# design 1

design_1/placement.png
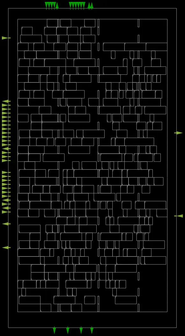

File: src/rtl/seg7_scan_mux.sv
// Time-multiplexed N-digit 7-segment scanner: prescaled slots, anti-ghost blanking,
// per-digit enable mask and per-slot pattern snapshot, all outputs registered.
module seg7_scan_mux #(
  parameter int N_DIG      = 4,
  parameter int SEG_W      = 7,
  parameter int PRESCALE   = 50000,
  parameter int BLANK_CYC  = 2,
  parameter int ACTIVE_LOW = 1,
  localparam int IW        = $clog2(N_DIG)
) (
  input  logic                   clk,
  input  logic                   reset,
  input  logic                   en,
  input  logic [N_DIG*SEG_W-1:0] D,
  input  logic [N_DIG-1:0]       dig_en,
  output logic [SEG_W-1:0]       S,
  output logic [N_DIG-1:0]       AN,
  output logic [IW-1:0]          Sel,
  output logic                   frm
);

  // BLANK_CYC=0 still spends one decision cycle dark.
  localparam int BLANK_LEN = (BLANK_CYC > 1) ? BLANK_CYC : 1;
  localparam int BW        = $clog2(BLANK_LEN + 1);
  localparam int PW        = $clog2(PRESCALE + 1);

  localparam logic [SEG_W-1:0] S_DARK  = (ACTIVE_LOW != 0) ? {SEG_W{1'b1}} : '0;
  localparam logic [N_DIG-1:0] AN_DARK = (ACTIVE_LOW != 0) ? {N_DIG{1'b1}} : '0;

  typedef enum logic {BLANK, SHOW} state_e;

  state_e           state_q, state_d;
  logic [BW-1:0]    blank_cnt_q, blank_cnt_d;
  logic [PW-1:0]    presc_cnt_q, presc_cnt_d;
  logic [IW-1:0]    idx_q, idx_d;
  logic [IW-1:0]    sel_q, sel_d;
  logic [SEG_W-1:0] seg_q, seg_d;
  logic             live_q, live_d;
  logic [SEG_W-1:0] s_q, s_d;
  logic [N_DIG-1:0] an_q, an_d;
  logic             frm_q, frm_d;

  logic             found;
  logic [IW-1:0]    next_k;

  function automatic logic [SEG_W-1:0] seg_pins(input logic [SEG_W-1:0] pat);
    return (ACTIVE_LOW != 0) ? ~pat : pat;
  endfunction

  function automatic logic [N_DIG-1:0] an_pins(input logic [IW-1:0] k);
    logic [N_DIG-1:0] oh;
    oh    = '0;
    oh[k] = 1'b1;
    return (ACTIVE_LOW != 0) ? ~oh : oh;
  endfunction

  // Round-robin search starting after idx_q; descending loop so the nearest hit wins.
  always_comb begin
    found  = 1'b0;
    next_k = '0;
    for (int j = N_DIG; j >= 1; j--) begin
      if (dig_en[(int'(idx_q) + j) % N_DIG]) begin
        found  = 1'b1;
        next_k = IW'((int'(idx_q) + j) % N_DIG);
      end
    end
  end

  // NOTE: every signal gets a default first so no path leaves it unassigned (no latches).
  always_comb begin
    state_d     = state_q;
    blank_cnt_d = blank_cnt_q;
    presc_cnt_d = presc_cnt_q;
    idx_d       = idx_q;
    sel_d       = sel_q;
    seg_d       = seg_q;
    live_d      = live_q;
    s_d         = S_DARK;
    an_d        = AN_DARK;
    frm_d       = 1'b0;

    if (en) begin
      unique case (state_q)
        BLANK: begin
          if (blank_cnt_q != BW'(BLANK_LEN - 1)) begin
            blank_cnt_d = blank_cnt_q + 1'b1;
          end else if (found) begin
            state_d     = SHOW;
            blank_cnt_d = '0;
            presc_cnt_d = '0;
            idx_d       = next_k;
            sel_d       = next_k;
            seg_d       = D[int'(next_k)*SEG_W +: SEG_W];
            live_d      = 1'b1;
            // idx resets to N_DIG-1, so the first slot after reset also flags a frame.
            frm_d       = (next_k <= idx_q);
            s_d         = seg_pins(D[int'(next_k)*SEG_W +: SEG_W]);
            an_d        = an_pins(next_k);
          end
        end
        SHOW: begin
          if (presc_cnt_q == PW'(PRESCALE - 1)) begin
            state_d     = BLANK;
            presc_cnt_d = '0;
          end else begin
            presc_cnt_d = presc_cnt_q + 1'b1;
            // A digit masked mid-slot stays dark until the slot ends, even if re-enabled.
            live_d      = live_q && dig_en[idx_q];
            if (live_d) begin
              s_d  = seg_pins(seg_q);
              an_d = an_pins(idx_q);
            end
          end
        end
        default: state_d = BLANK;
      endcase
    end
  end

  // NOTE: sequential state uses non-blocking assignments so all flops update together.
  always_ff @(posedge clk) begin
    if (reset) begin
      state_q     <= BLANK;
      blank_cnt_q <= '0;
      presc_cnt_q <= '0;
      idx_q       <= IW'(N_DIG - 1);
      sel_q       <= '0;
      seg_q       <= '0;
      live_q      <= 1'b0;
      s_q         <= S_DARK;
      an_q        <= AN_DARK;
      frm_q       <= 1'b0;
    end else begin
      state_q     <= state_d;
      blank_cnt_q <= blank_cnt_d;
      presc_cnt_q <= presc_cnt_d;
      idx_q       <= idx_d;
      sel_q       <= sel_d;
      seg_q       <= seg_d;
      live_q      <= live_d;
      s_q         <= s_d;
      an_q        <= an_d;
      frm_q       <= frm_d;
    end
  end

  assign S   = s_q;
  assign AN  = an_q;
  assign Sel = sel_q;
  assign frm = frm_q;

endmodule

File: config.mk
export PLATFORM = sky130hd
export DESIGN_NAME = seg7_scan_mux
export DESIGN_NICKNAME = d
export VERILOG_FILES = /design/src/rtl/seg7_scan_mux.sv
export SDC_FILE = /design/constraint.sdc
export NUM_CORES = 1
export LEC_CHECK = 0
export CAP_MARGIN = 20
export CELL_PAD_IN_SITES_DETAIL_PLACEMENT = 0
export CELL_PAD_IN_SITES_GLOBAL_PLACEMENT = 1
export CORE_ASPECT_RATIO = 2
export CORE_MARGIN = 3
export CORE_UTILIZATION = 43
export CTS_BUF_LIST = sky130_fd_sc_hd__clkbuf_8
export DETAILED_ROUTE_END_ITERATION = 6
export GPL_TIMING_DRIVEN = 0
export PLACE_DENSITY = 0.85
export SKIP_LAST_GASP = 1
export SLEW_MARGIN = 0
export SYNTH_ARGS = -nofsm -noshare
export SYNTH_HDL_FRONTEND = slang
export SYNTH_SLANG_ARGS = --single-unit
File: constraint.sdc
create_clock -name clk -period 4.1 [get_ports clk]
set_input_delay 0.82 -clock clk [delete_from_list [all_inputs] [get_ports clk]]
set_output_delay 0.82 -clock clk [all_outputs]
set_load 0.05 [all_outputs]
# design 2

## src/rtl/axi_lite_master_ctrl_if.sv

```systemverilog
// AXI-Lite bus bundle between the command controller (master)
// and an AXI-Lite slave.
interface axi_lite_master_ctrl_if #(
  parameter int ADDR_WIDTH = 32,
  parameter int DATA_WIDTH = 32
);
  logic [ADDR_WIDTH-1:0] AWADDR;
  logic                  AWVALID;
  logic                  AWREADY;
  logic [DATA_WIDTH-1:0] WDATA;
  logic                  WVALID;
  logic                  WREADY;
  logic [1:0]            BRESP;
  logic                  BVALID;
  logic                  BREADY;
  logic [ADDR_WIDTH-1:0] ARADDR;
  logic                  ARVALID;
  logic                  ARREADY;
  logic [DATA_WIDTH-1:0] RDATA;
  logic                  RVALID;
  logic                  RREADY;

  modport master (
    output AWADDR, AWVALID, input AWREADY,
    output WDATA, WVALID, input WREADY,
    input BRESP, BVALID, output BREADY,
    output ARADDR, ARVALID, input ARREADY,
    input RDATA, RVALID, output RREADY
  );

  modport slave (
    input AWADDR, AWVALID, output AWREADY,
    input WDATA, WVALID, output WREADY,
    output BRESP, BVALID, input BREADY,
    input ARADDR, ARVALID, output ARREADY,
    output RDATA, RVALID, input RREADY
  );
endinterface

```

## src/rtl/axi_lite_master_ctrl.sv

```systemverilog
// Single-outstanding AXI-Lite master: one command in, one
// AXI-Lite read or write out, one response back.
module axi_lite_master_ctrl #(
  parameter int ADDR_WIDTH = 32,
  parameter int DATA_WIDTH = 32,
  parameter int TIMEOUT    = 256
) (
  input  logic                  ACLK,
  input  logic                  ARESETn,
  input  logic                  cmd_valid,
  output logic                  cmd_ready,
  input  logic                  cmd_write,
  input  logic [ADDR_WIDTH-1:0] cmd_addr,
  input  logic [DATA_WIDTH-1:0] cmd_wdata,
  output logic                  rsp_valid,
  input  logic                  rsp_ready,
  output logic [DATA_WIDTH-1:0] rsp_rdata,
  output logic [1:0]            rsp_resp,
  output logic                  timeout,
  axi_lite_master_ctrl_if.master bus
);

  localparam int CW =
    (TIMEOUT > 0) ? $clog2(TIMEOUT + 1) : 1;
  localparam logic [CW-1:0] TO = CW'(TIMEOUT);

  typedef enum logic [2:0] {
    IDLE, WR, WRESP, RD, RDATA, RSP
  } state_t;

  state_t state_q, state_n;

  logic                  cmd_ready_q, cmd_ready_n;
  logic                  awvalid_q, awvalid_n;
  logic                  wvalid_q, wvalid_n;
  logic                  bready_q, bready_n;
  logic                  arvalid_q, arvalid_n;
  logic                  rready_q, rready_n;
  logic                  rsp_valid_q, rsp_valid_n;
  logic                  timeout_q, timeout_n;
  logic [ADDR_WIDTH-1:0] awaddr_q, awaddr_n;
  logic [ADDR_WIDTH-1:0] araddr_q, araddr_n;
  logic [DATA_WIDTH-1:0] wdata_q, wdata_n;
  logic [DATA_WIDTH-1:0] rdata_q, rdata_n;
  logic [1:0]            resp_q, resp_n;
  logic [CW-1:0]         cnt_q, cnt_n;
  logic                  busy;
  logic                  aw_fin, w_fin;

  always_comb begin
    state_n     = state_q;
    cmd_ready_n = cmd_ready_q;
    awvalid_n   = awvalid_q;
    wvalid_n    = wvalid_q;
    bready_n    = bready_q;
    arvalid_n   = arvalid_q;
    rready_n    = rready_q;
    rsp_valid_n = rsp_valid_q;
    awaddr_n    = awaddr_q;
    araddr_n    = araddr_q;
    wdata_n     = wdata_q;
    rdata_n     = rdata_q;
    resp_n      = resp_q;
    cnt_n       = cnt_q;
    timeout_n   = 1'b0;
    aw_fin      = !awvalid_q || bus.AWREADY;
    w_fin       = !wvalid_q || bus.WREADY;
    busy        = 1'b0;

    unique case (state_q)
      IDLE: begin
        cmd_ready_n = 1'b1;
        if (cmd_valid && cmd_ready_q) begin
          cmd_ready_n = 1'b0;
          cnt_n       = '0;
          if (cmd_write) begin
            awaddr_n  = cmd_addr;
            wdata_n   = cmd_wdata;
            awvalid_n = 1'b1;
            wvalid_n  = 1'b1;
            state_n   = WR;
          end else begin
            araddr_n  = cmd_addr;
            arvalid_n = 1'b1;
            state_n   = RD;
          end
        end
      end
      WR: begin
        busy = 1'b1;
        // AW and W retire independently
        awvalid_n = awvalid_q && !bus.AWREADY;
        wvalid_n  = wvalid_q && !bus.WREADY;
        if (aw_fin && w_fin) begin
          bready_n = 1'b1;
          state_n  = WRESP;
        end
      end
      WRESP: begin
        busy = 1'b1;
        if (bus.BVALID) begin
          bready_n    = 1'b0;
          rsp_valid_n = 1'b1;
          resp_n      = bus.BRESP;
          rdata_n     = '0;
          state_n     = RSP;
        end
      end
      RD: begin
        busy = 1'b1;
        if (bus.ARREADY) begin
          arvalid_n = 1'b0;
          rready_n  = 1'b1;
          state_n   = RDATA;
        end
      end
      RDATA: begin
        busy = 1'b1;
        if (bus.RVALID) begin
          rready_n    = 1'b0;
          rsp_valid_n = 1'b1;
          rdata_n     = bus.RDATA;
          resp_n      = 2'b00;
          state_n     = RSP;
        end
      end
      RSP: begin
        if (rsp_ready) begin
          rsp_valid_n = 1'b0;
          cmd_ready_n = 1'b1;
          state_n     = IDLE;
        end
      end
      default: begin
        state_n = IDLE;
      end
    endcase

    // saturating wait counter, pulse once on reaching the limit
    if (TIMEOUT != 0 && busy && cnt_q != TO) begin
      cnt_n     = cnt_q + CW'(1);
      timeout_n = (cnt_n == TO);
    end
  end

  always_ff @(posedge ACLK or negedge ARESETn) begin
    if (!ARESETn) begin
      state_q     <= IDLE;
      cmd_ready_q <= 1'b0;
      awvalid_q   <= 1'b0;
      wvalid_q    <= 1'b0;
      bready_q    <= 1'b0;
      arvalid_q   <= 1'b0;
      rready_q    <= 1'b0;
      rsp_valid_q <= 1'b0;
      timeout_q   <= 1'b0;
      awaddr_q    <= '0;
      araddr_q    <= '0;
      wdata_q     <= '0;
      rdata_q     <= '0;
      resp_q      <= '0;
      cnt_q       <= '0;
    end else begin
      state_q     <= state_n;
      cmd_ready_q <= cmd_ready_n;
      awvalid_q   <= awvalid_n;
      wvalid_q    <= wvalid_n;
      bready_q    <= bready_n;
      arvalid_q   <= arvalid_n;
      rready_q    <= rready_n;
      rsp_valid_q <= rsp_valid_n;
      timeout_q   <= timeout_n;
      awaddr_q    <= awaddr_n;
      araddr_q    <= araddr_n;
      wdata_q     <= wdata_n;
      rdata_q     <= rdata_n;
      resp_q      <= resp_n;
      cnt_q       <= cnt_n;
    end
  end

  assign cmd_ready   = cmd_ready_q;
  assign rsp_valid   = rsp_valid_q;
  assign rsp_rdata   = rdata_q;
  assign rsp_resp    = resp_q;
  assign timeout     = timeout_q;
  assign bus.AWADDR  = awaddr_q;
  assign bus.AWVALID = awvalid_q;
  assign bus.WDATA   = wdata_q;
  assign bus.WVALID  = wvalid_q;
  assign bus.BREADY  = bready_q;
  assign bus.ARADDR  = araddr_q;
  assign bus.ARVALID = arvalid_q;
  assign bus.RREADY  = rready_q;

endmodule
```

## src/flat_wrapper.sv

```systemverilog
// flat-port wrapper written by rule: the top's interface ports become plain ports
module axi_lite_master_ctrl_flat 
#(
  parameter int ADDR_WIDTH = 32,
  parameter int DATA_WIDTH = 32,
  parameter int TIMEOUT    = 256
)
  (ACLK, ARESETn, cmd_valid, cmd_ready, cmd_write, cmd_addr, cmd_wdata, rsp_valid, rsp_ready, rsp_rdata, rsp_resp, timeout, bus_AWADDR, bus_AWVALID, bus_AWREADY, bus_WDATA, bus_WVALID, bus_WREADY, bus_BRESP, bus_BVALID, bus_BREADY, bus_ARADDR, bus_ARVALID, bus_ARREADY, bus_RDATA, bus_RVALID, bus_RREADY);
  axi_lite_master_ctrl_if #(.ADDR_WIDTH(ADDR_WIDTH), .DATA_WIDTH(DATA_WIDTH)) bus_i ();
  input  logic ACLK;
  input  logic ARESETn;
  input  logic cmd_valid;
  output logic cmd_ready;
  input  logic cmd_write;
  input  logic [ADDR_WIDTH-1:0] cmd_addr;
  input  logic [DATA_WIDTH-1:0] cmd_wdata;
  output logic rsp_valid;
  input  logic rsp_ready;
  output logic [DATA_WIDTH-1:0] rsp_rdata;
  output logic [1:0] rsp_resp;
  output logic timeout;
  output wire logic [$bits(bus_i.AWADDR)-1:0] bus_AWADDR;
  output wire logic [$bits(bus_i.AWVALID)-1:0] bus_AWVALID;
  input wire logic [$bits(bus_i.AWREADY)-1:0] bus_AWREADY;
  output wire logic [$bits(bus_i.WDATA)-1:0] bus_WDATA;
  output wire logic [$bits(bus_i.WVALID)-1:0] bus_WVALID;
  input wire logic [$bits(bus_i.WREADY)-1:0] bus_WREADY;
  input wire logic [$bits(bus_i.BRESP)-1:0] bus_BRESP;
  input wire logic [$bits(bus_i.BVALID)-1:0] bus_BVALID;
  output wire logic [$bits(bus_i.BREADY)-1:0] bus_BREADY;
  output wire logic [$bits(bus_i.ARADDR)-1:0] bus_ARADDR;
  output wire logic [$bits(bus_i.ARVALID)-1:0] bus_ARVALID;
  input wire logic [$bits(bus_i.ARREADY)-1:0] bus_ARREADY;
  input wire logic [$bits(bus_i.RDATA)-1:0] bus_RDATA;
  input wire logic [$bits(bus_i.RVALID)-1:0] bus_RVALID;
  output wire logic [$bits(bus_i.RREADY)-1:0] bus_RREADY;
  assign bus_AWADDR = bus_i.AWADDR;
  assign bus_AWVALID = bus_i.AWVALID;
  assign bus_i.AWREADY = bus_AWREADY;
  assign bus_WDATA = bus_i.WDATA;
  assign bus_WVALID = bus_i.WVALID;
  assign bus_i.WREADY = bus_WREADY;
  assign bus_i.BRESP = bus_BRESP;
  assign bus_i.BVALID = bus_BVALID;
  assign bus_BREADY = bus_i.BREADY;
  assign bus_ARADDR = bus_i.ARADDR;
  assign bus_ARVALID = bus_i.ARVALID;
  assign bus_i.ARREADY = bus_ARREADY;
  assign bus_i.RDATA = bus_RDATA;
  assign bus_i.RVALID = bus_RVALID;
  assign bus_RREADY = bus_i.RREADY;
  axi_lite_master_ctrl #(.ADDR_WIDTH(ADDR_WIDTH), .DATA_WIDTH(DATA_WIDTH), .TIMEOUT(TIMEOUT)) u_core (.ACLK(ACLK), .ARESETn(ARESETn), .cmd_valid(cmd_valid), .cmd_ready(cmd_ready), .cmd_write(cmd_write), .cmd_addr(cmd_addr), .cmd_wdata(cmd_wdata), .rsp_valid(rsp_valid), .rsp_ready(rsp_ready), .rsp_rdata(rsp_rdata), .rsp_resp(rsp_resp), .timeout(timeout), .bus(bus_i));
endmodule
```

## config.mk

```make
export PLATFORM = sky130hd
export DESIGN_NAME = axi_lite_master_ctrl_flat
export DESIGN_NICKNAME = d
export VERILOG_FILES = /design/src/rtl/axi_lite_master_ctrl_if.sv /design/src/rtl/axi_lite_master_ctrl.sv /design/src/flat_wrapper.sv
export SDC_FILE = /design/constraint.sdc
export NUM_CORES = 1
export LEC_CHECK = 0
export CAP_MARGIN = 20
export CORE_MARGIN = 2
export CORE_UTILIZATION = 39
export DETAILED_ROUTE_END_ITERATION = 8
export GPL_TIMING_DRIVEN = 0
export PLACE_DENSITY = 0.78
export SLEW_MARGIN = 10
export SYNTH_ARGS = -nofsm -noshare
export SYNTH_HDL_FRONTEND = slang
export SYNTH_SLANG_ARGS = --single-unit
```

## constraint.sdc

```tcl
create_clock -name ACLK -period 2.1 [get_ports ACLK]
set_input_delay 0.21 -clock ACLK [delete_from_list [all_inputs] [get_ports ACLK]]
set_output_delay 0.21 -clock ACLK [all_outputs]
set_load 0.01 [all_outputs]
```


==> gallery <==
The metal 1 layer.
Supply wires on this layer in gray.
picture 1
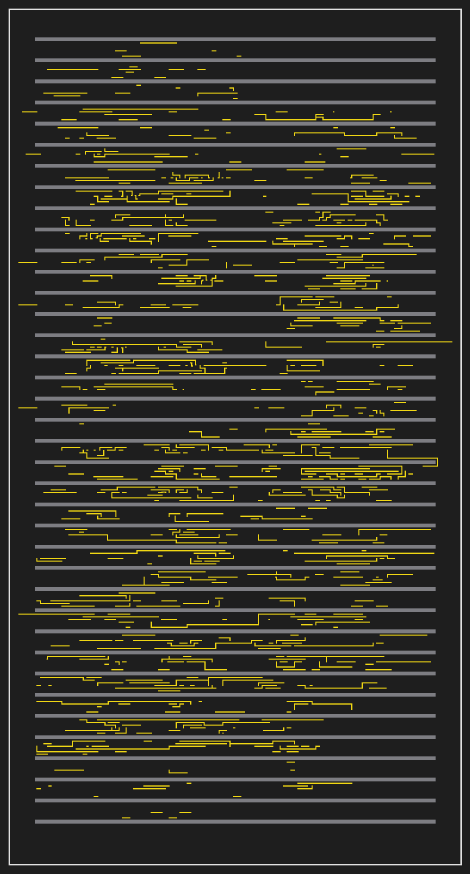
picture 2
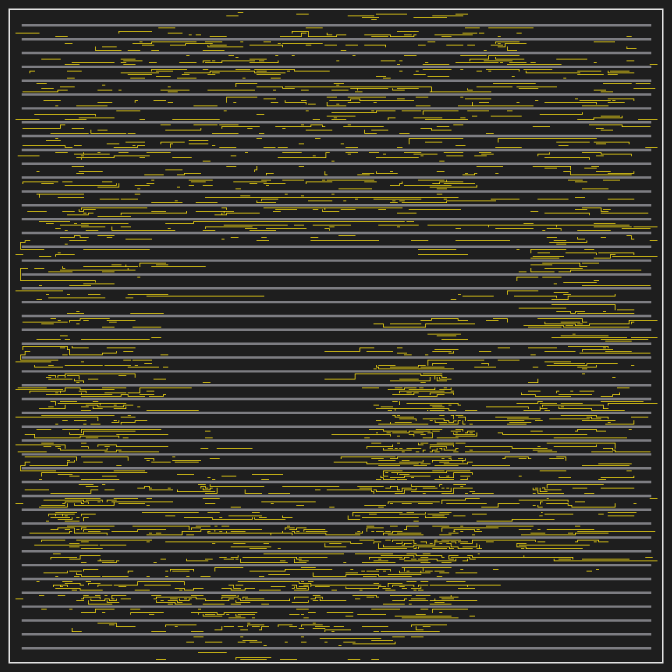
- design 2 = picture 2
- design 1 = picture 1

Key to picture 2:
The longest straight run is 49.7 um. The layer holds 40% of the routed length. The layer carries 6280 um of wire. The wires run mostly horizontal.

design_1/wires.png
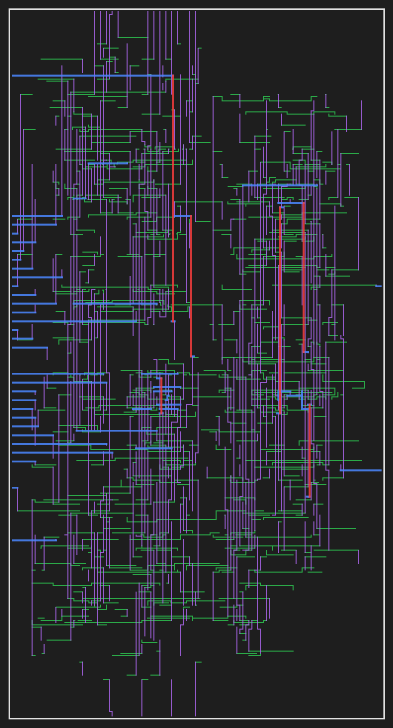
Key: purple = metal 2 [wire length 3300 um]; red = metal 4 [wire length 135 um]; blue = metal 3 [wire length 290 um]; green = metal 1 [wire length 2100 um]

design_1/metal_density.png
The die is cut into 12 by 22 equal tiles; black is low, pale yellow is high, scaled to the fullest tile. Values are wire area over tile area, all layers added.
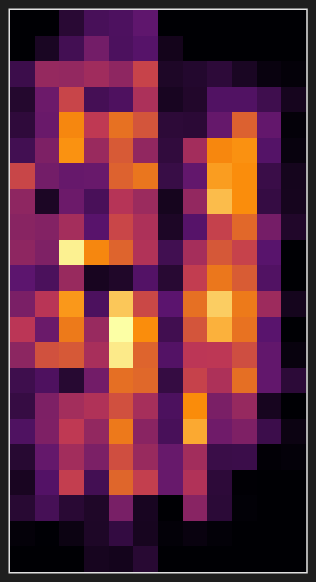
The mean over all tiles is 0.15. The fullest tile reaches 0.49. The densest ninth of the die: middle.

About design_1/placement.png:
# rows: 37
core area: 0.00518 mm2

==> results.toml, design 1 <==
# implementation run metrics
[status]
status = "complete, no violations"

[yosys]
synth-main-ff-cell = "dfxtp_1"
yosys_warnings = 0
syn_nets = 286
ys_ff = 43

[final_layout]
inverters = 6
synthToLayoutAreaGrowth_pct = 28.2
buffers_excl_clock = 61

[run]
cap_violations = 0

[place]
place_area_mm2 = 0.00287
dp_hpwl_um = 4470

[clock_tree]
insertion_delay_ns = 0.29
clock-sinks = 43

[grt]
grt_pass1_wl_um = 9790

[power_and_ir_drop]
p_seq_frac = 0.469

[critical_path]
cp-end-kind = "flip-flop"
criticalPathCategory = "in -> reg"
## design 1: kinds of logic after synthesis
family,after synthesis
AOI/OAI and AO/OA,41
buffers and inverters,19
DFF,43
xor gates and xnor gates,14
and+or+nand+nor,102
muxes,18
adders and majority gates,7
## design 1: synth_stat cells (all sizes together), types with 4 or more instances
master	n
dfxtp	43
nor2	30
mux2	16
nand4	16
nand2	11
xor2	11
a21oi	9
and2	9
nor3	9
a221o	7
a222oi	7
buf	7
ha	7
clkbuf	6
inv	6
nand3	5
and3	4
nand2b	4
## design 1: path summary, 6_finish.rpt
check	from	depth (start not counted)	to	slack [ns]
min	seg_q[1]$_SDFFE_PP0P_	1	S[1]$_SDFF_PP1_	0.46
max reg2reg	idx_q[1]$_SDFFE_PP1P_	7	seg_q[3]$_SDFFE_PP0P_	1.40
max	dig_en[3]	7	seg_q[3]$_SDFFE_PP0P_	1.18
min reg2reg	seg_q[1]$_SDFFE_PP0P_	1	S[1]$_SDFF_PP1_	0.46
## design 1: worst max-delay path, stage by stage
cell and delay (ns):
clkdlybuf4s50_1 0.65, mux2_4 0.22, o32ai_2 0.08, nor2_2 0.47, buf_6 0.24, mux2_4 0.32, a221o_1 0.29
design_2/metal_density.png
The die is cut into 26 by 26 equal tiles; black is low, pale yellow is high, scaled to the fullest tile. Values are wire area over tile area, all layers added.
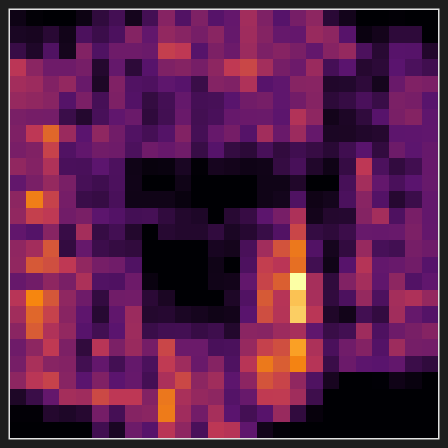
The densest ninth of the die: bottom middle. The fullest tile reaches 0.63. 11% of the tiles are nearly empty.

==> results.toml, design 2 <==
# implementation run metrics
[clock_tree]
insertion_delay_ns = 0.41

[detailed_routing]
wl_met2_um = 7880
ant_nets = 0
routedLengthMet1_um = 6280
totalWireLength_um = 15800

[place]
dp_hpwl_um = 11700
dp_slack_ns = -0.538

[final_layout]
lay_top_cells = "clkdlybuf4s50_1, dfrtp_1, mux2_2, nand2_1, o21ai_0"
drive_above_1_share = 0.216
antenna_cells = 0
final_area_mm2 = 0.00943
synthToLayoutAreaGrowth_pct = 57.0

[critical_path]
slowest_delay_ns = 0.56
crit_top_cell = "or4_4"
cp-end-kind = "flip-flop"
crit_path_end = "u_core.cnt_q[0]$_DFFE_PN0P_"

[grt]
use_met2 = 0.333

[yosys]
synth_top_area_share = 0.625
synth_area_per_cell_um2 = 12.7
async_flop_share = 1.00
ys_types = 44
yosys-top-cells-count = "dfrtp_1, mux2_2, nand2_1, o21ai_0, clkbuf_1"
aoi_share = 0.0656
synth-edff-count = 0
syn_nets = 583

[floorplan]
fp_util = 0.397
die_w_um = 128
core_mm2 = 0.0151

[power_and_ir_drop]
peakVddDrop_v = 0.000714
leakagePower_nw = 4.00

[status]
status = "complete, no violations"

[hold_path]
holdPathEnd = "u_core.rsp_rdata[29]$_DFFE_PN0P_"
worstHoldPathType = "in -> reg"

[timing]
fin_crit_sh = 0.975
worst_pin_slew_ns = 0.587
## design 2: sequential cells by signal, indices dropped and copies added, names as in the netlist, 2 cells and up
| register | count |
|---|---|
| u_core.bus.AWADDR | 32 |
| u_core.rsp_resp | 2 |
| u_core.bus.ARADDR | 32 |
| u_core.state_q | 3 |
| u_core.bus.WDATA | 32 |
| u_core.cnt_q | 9 |
| u_core.rsp_rdata | 32 |
## design 2: stage by stage
stage	power (mW)	util
floorplan	7.37	-
global placement	10.5	0.574
detailed placement	10.7	0.576
CTS	13.8	0.619
global route	14.5	0.623
finish	13.7	0.623
## design 2: area by class of cell
class                   count  area share
clock buffers              20      0.0474
multi-input cells         291       0.229
plain buffers              26      0.0139
flip-flops and latches    150       0.398
repair buffers            254       0.270
inverters                   6     0.00239
well taps                 188      0.0249
clock inverters            12      0.0138
## design 2: critical path, delay by kind of cell (launching register included)
family / cells / cell delay, ns
AND/OR/NAND/NOR: 2 / 1.03
multiplexers: 1 / 0.22
flip-flops: 1 / 0.42
AND-OR/OR-AND: 1 / 0.32
## design 2: where the power goes
group          switching [mW]  internal (mW)  leakage (nW)
Sequential              0.710           4.17          1.87
Combinational            2.45           3.43          1.84
Clock                    1.18           1.78         0.280

# design 3

design_3/wires.png
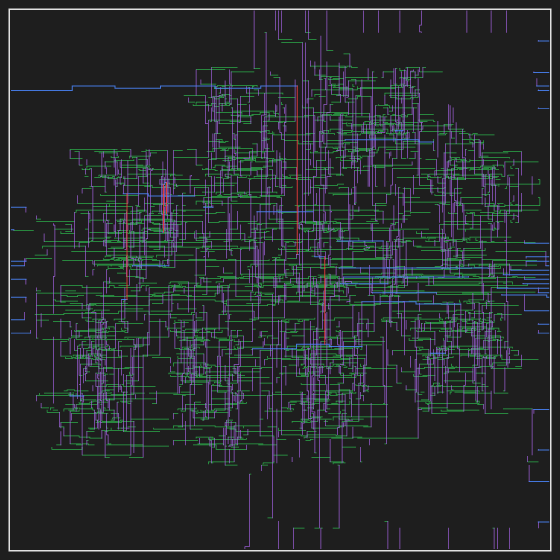
File: src/rtl/switches_pio_in.sv
// Avalon-MM input PIO: synchronises and debounces switch inputs and latches edges into sticky bits with a maskable IRQ.
// Read data is registered with one cycle of latency; writes take effect on the sampling edge; there are no wait states.
module switches_pio_in #(
    parameter int WIDTH           = 8,
    parameter int DEBOUNCE_CYCLES = 50000,
    parameter int CNT_W           = 16,
    parameter int EDGE_TYPE       = 2
) (
    input  logic             clk_clk,
    input  logic             reset_reset_n,
    input  logic             avs_chipselect,
    input  logic [1:0]       avs_address,
    input  logic             avs_read,
    input  logic             avs_write,
    input  logic [31:0]      avs_writedata,
    output logic [31:0]      avs_readdata,
    output logic             irq,
    input  logic [WIDTH-1:0] pio_in
);

    localparam logic [CNT_W-1:0] CNT_LAST = CNT_W'(DEBOUNCE_CYCLES - 1);

    logic [WIDTH-1:0] sync1_q, sync2_q;
    logic [WIDTH-1:0] stable_q, stable_d;
    logic [WIDTH-1:0] mask_q, mask_d;
    logic [WIDTH-1:0] ecap_q, ecap_d;
    logic [WIDTH-1:0] edge_set;
    logic [CNT_W-1:0] cnt_q [WIDTH];
    logic [CNT_W-1:0] cnt_d [WIDTH];
    logic [31:0]      readdata_q, readdata_d;
    logic             rd_en, wr_en;

    assign rd_en = avs_chipselect & avs_read;
    assign wr_en = avs_chipselect & avs_write;

    // The counter only runs while the synchronised level disagrees with the accepted one.
    always_comb begin
        for (int i = 0; i < WIDTH; i++) begin
            stable_d[i] = stable_q[i];
            cnt_d[i]    = '0;
            if (sync2_q[i] != stable_q[i]) begin
                if (cnt_q[i] == CNT_LAST) begin
                    stable_d[i] = sync2_q[i];
                end else begin
                    cnt_d[i] = cnt_q[i] + CNT_W'(1);
                end
            end
        end
    end

    always_comb begin
        case (EDGE_TYPE)
            0:       edge_set = stable_d & ~stable_q;
            1:       edge_set = ~stable_d & stable_q;
            default: edge_set = stable_d ^ stable_q;
        endcase
    end

    // Set is OR-ed in after the clear so a coincident edge keeps the bit.
    always_comb begin
        mask_d = mask_q;
        ecap_d = ecap_q;
        if (wr_en && avs_address == 2'd2) begin
            mask_d = avs_writedata[WIDTH-1:0];
        end
        if (wr_en && avs_address == 2'd3) begin
            ecap_d = ecap_q & ~avs_writedata[WIDTH-1:0];
        end
        ecap_d = ecap_d | edge_set;
    end

    always_comb begin
        readdata_d = readdata_q;
        if (rd_en) begin
            case (avs_address)
                2'd0:    readdata_d = 32'(stable_q);
                2'd2:    readdata_d = 32'(mask_q);
                2'd3:    readdata_d = 32'(ecap_q);
                default: readdata_d = '0;
            endcase
        end
    end

    always_ff @(posedge clk_clk or negedge reset_reset_n) begin
        if (!reset_reset_n) begin
            sync1_q    <= '0;
            sync2_q    <= '0;
            stable_q   <= '0;
            mask_q     <= '0;
            ecap_q     <= '0;
            readdata_q <= '0;
            for (int i = 0; i < WIDTH; i++) begin
                cnt_q[i] <= '0;
            end
        end else begin
            sync1_q    <= pio_in;
            sync2_q    <= sync1_q;
            stable_q   <= stable_d;
            mask_q     <= mask_d;
            ecap_q     <= ecap_d;
            readdata_q <= readdata_d;
            for (int i = 0; i < WIDTH; i++) begin
                cnt_q[i] <= cnt_d[i];
            end
        end
    end

    assign avs_readdata = readdata_q;
    assign irq          = |(ecap_q & mask_q);

endmodule
File: config.mk
export PLATFORM = sky130hd
export DESIGN_NAME = switches_pio_in
export DESIGN_NICKNAME = d
export VERILOG_FILES = /design/src/rtl/switches_pio_in.sv
export SDC_FILE = /design/constraint.sdc
export NUM_CORES = 1
export LEC_CHECK = 0
export CORE_MARGIN = 3
export CORE_UTILIZATION = 34
export DETAILED_ROUTE_END_ITERATION = 10
export PLACE_DENSITY = 0.61
export SYNTH_ARGS = -nofsm -noshare
export SYNTH_HDL_FRONTEND = slang
export SYNTH_SLANG_ARGS = --single-unit
File: constraint.sdc
create_clock -name clk_clk -period 2.2 [get_ports clk_clk]
set_clock_uncertainty 0.05 [all_clocks]
set_input_delay 0.44 -clock clk_clk [delete_from_list [all_inputs] [get_ports clk_clk]]
set_output_delay 0.44 -clock clk_clk [all_outputs]
set_load 0.03 [all_outputs]
==> results.toml <==
# implementation run metrics
[status]
status = "complete, no violations"

[critical_path]
required_ns = 1.71
cp_top_family = "buffers and inverters"
cp-end-kind = "output port"
cp_max_fo = 2
cp.arrival_ns = 1.54
crit_path_top_delay_cell = "clkdlybuf4s50_1"

[detailed_routing]
wl_per_cell_um = 13.2
top_layer = "met4"
drt_iter0_drc = 306
route.met3.wl_um = 558
totalWireLength_um = 15800

[power_and_ir_drop]
peakVddDrop_v = 0.000458
p_switching_mw = 1.70
power.group.top = "sequential cells"

[final_layout]
comb_area_frac = 0.379
buffers_excl_clock = 58
largestClassByArea = "registers"
buffer_area_frac = 0.0550
largest_register = "cnt_q"
register_area_mm2 = 0.00440
nNetsFinal = 919

[clock_tree]
clk_path_buf_depth = 2
numCtsBuffers = 17
ctsResizeCount = 1
cts_tree = "yes"

[timing]
worst_pin_slew_ns = 0.651
slew_violations = 0
period_needed_ns = 2.03
slew_headroom = 0.564
max_freq_mhz = 492

[place]
io_buffer_count = 31
dp_hpwl_um = 11000
place_area_mm2 = 0.00915

[hold_path]
holdPathEnd = "sync2_q[1]$_DFF_PN0_"

[grt]
use_met3 = 0.0307
grt_usage = 0.127

[yosys]
synth_area_mm2 = 0.00842

[run]
cap_violations = 0
Notes on design_3/wires.png above:
Key: green = metal 1 [wire length 8060 um]; red = metal 4 [wire length 133 um]; blue = metal 3 [wire length 559 um]; purple = metal 2 [wire length 7030 um]

[through the flow]
step,std cells,setup slack [ns]
finish,1196,0.167
global route,1196,0.0596
CTS,1196,0.0300
detailed placement,1163,0.115
global placement,1163,0.124
floorplan,824,0.490
[cell families after synthesis]
family	synth area share
AND-OR/OR-AND	0.0499
XOR/XNOR	0.125
adder cells (fa/ha/maj)	0.0119
buffers and inverters	0.0481
flip-flops	0.523
multiplexers	0.0321
other	0.000445
AND/OR/NAND/NOR	0.210
[layout by cell type (no fill, tap or decap), types with 3 or more instances in the layout]
cell             Yosys  layout
clkdlybuf4s50_1      0      29
nand2_1             37      37
nor3_1              26      26
a22o_1               8       8
nor4b_2              4       4
nor4_1              43      43
nor2_1             170     170
dfrtp_1            176     176
inv_1               31      31
clkbuf_16            0      17
ha_1                 8       8
mux2_2              24      24
a22oi_1             12      12
nand4_1             30      30
conb_1               1      24
nand3_1             44      44
xnor2_1            102     102
o41ai_4              8       8
inv_6                0       4
buf_4               24      24
nand3b_1             4       4
or3_4                5       5
bufinv_16            0       3
a21oi_1              8       8
xor2_1              18      18


## Gallery

Placement by cell class.
shot_01.png
Scale bar: 50 um. Fill, decap, tap and diode cells in gray.
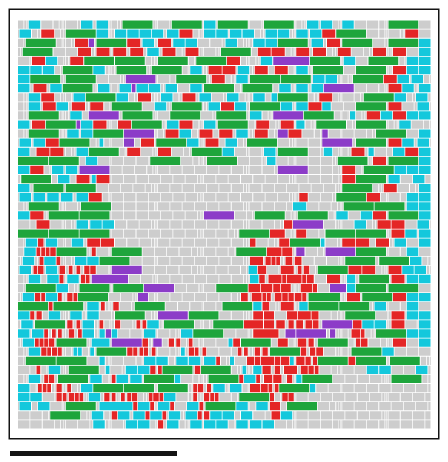
shot_02.png
Scale bar: 50 um. Fill, decap, tap and diode cells in gray.
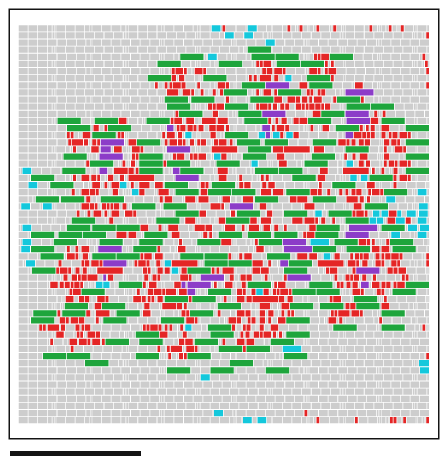
shot_03.png
Scale bar: 20 um. Fill, decap, tap and diode cells in gray.
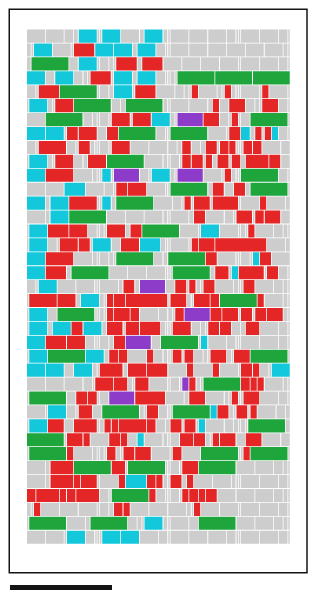
design 3 -> shot_02.png
design 2 -> shot_01.png
design 1 -> shot_03.png
Of these, lowest utilization: shot_02.png

Key to shot_01.png:
Key: purple = clock drivers and dummy loads [cells 32, share of their area 6.3%]; red = combinational and other logic [cells 297, share of their area 24%]; cyan = remaining buffers and delay cells [cells 280, share of their area 29%]; green = sequential cells [cells 150, share of their area 41%]

Power and IR drop assume default switching activity.
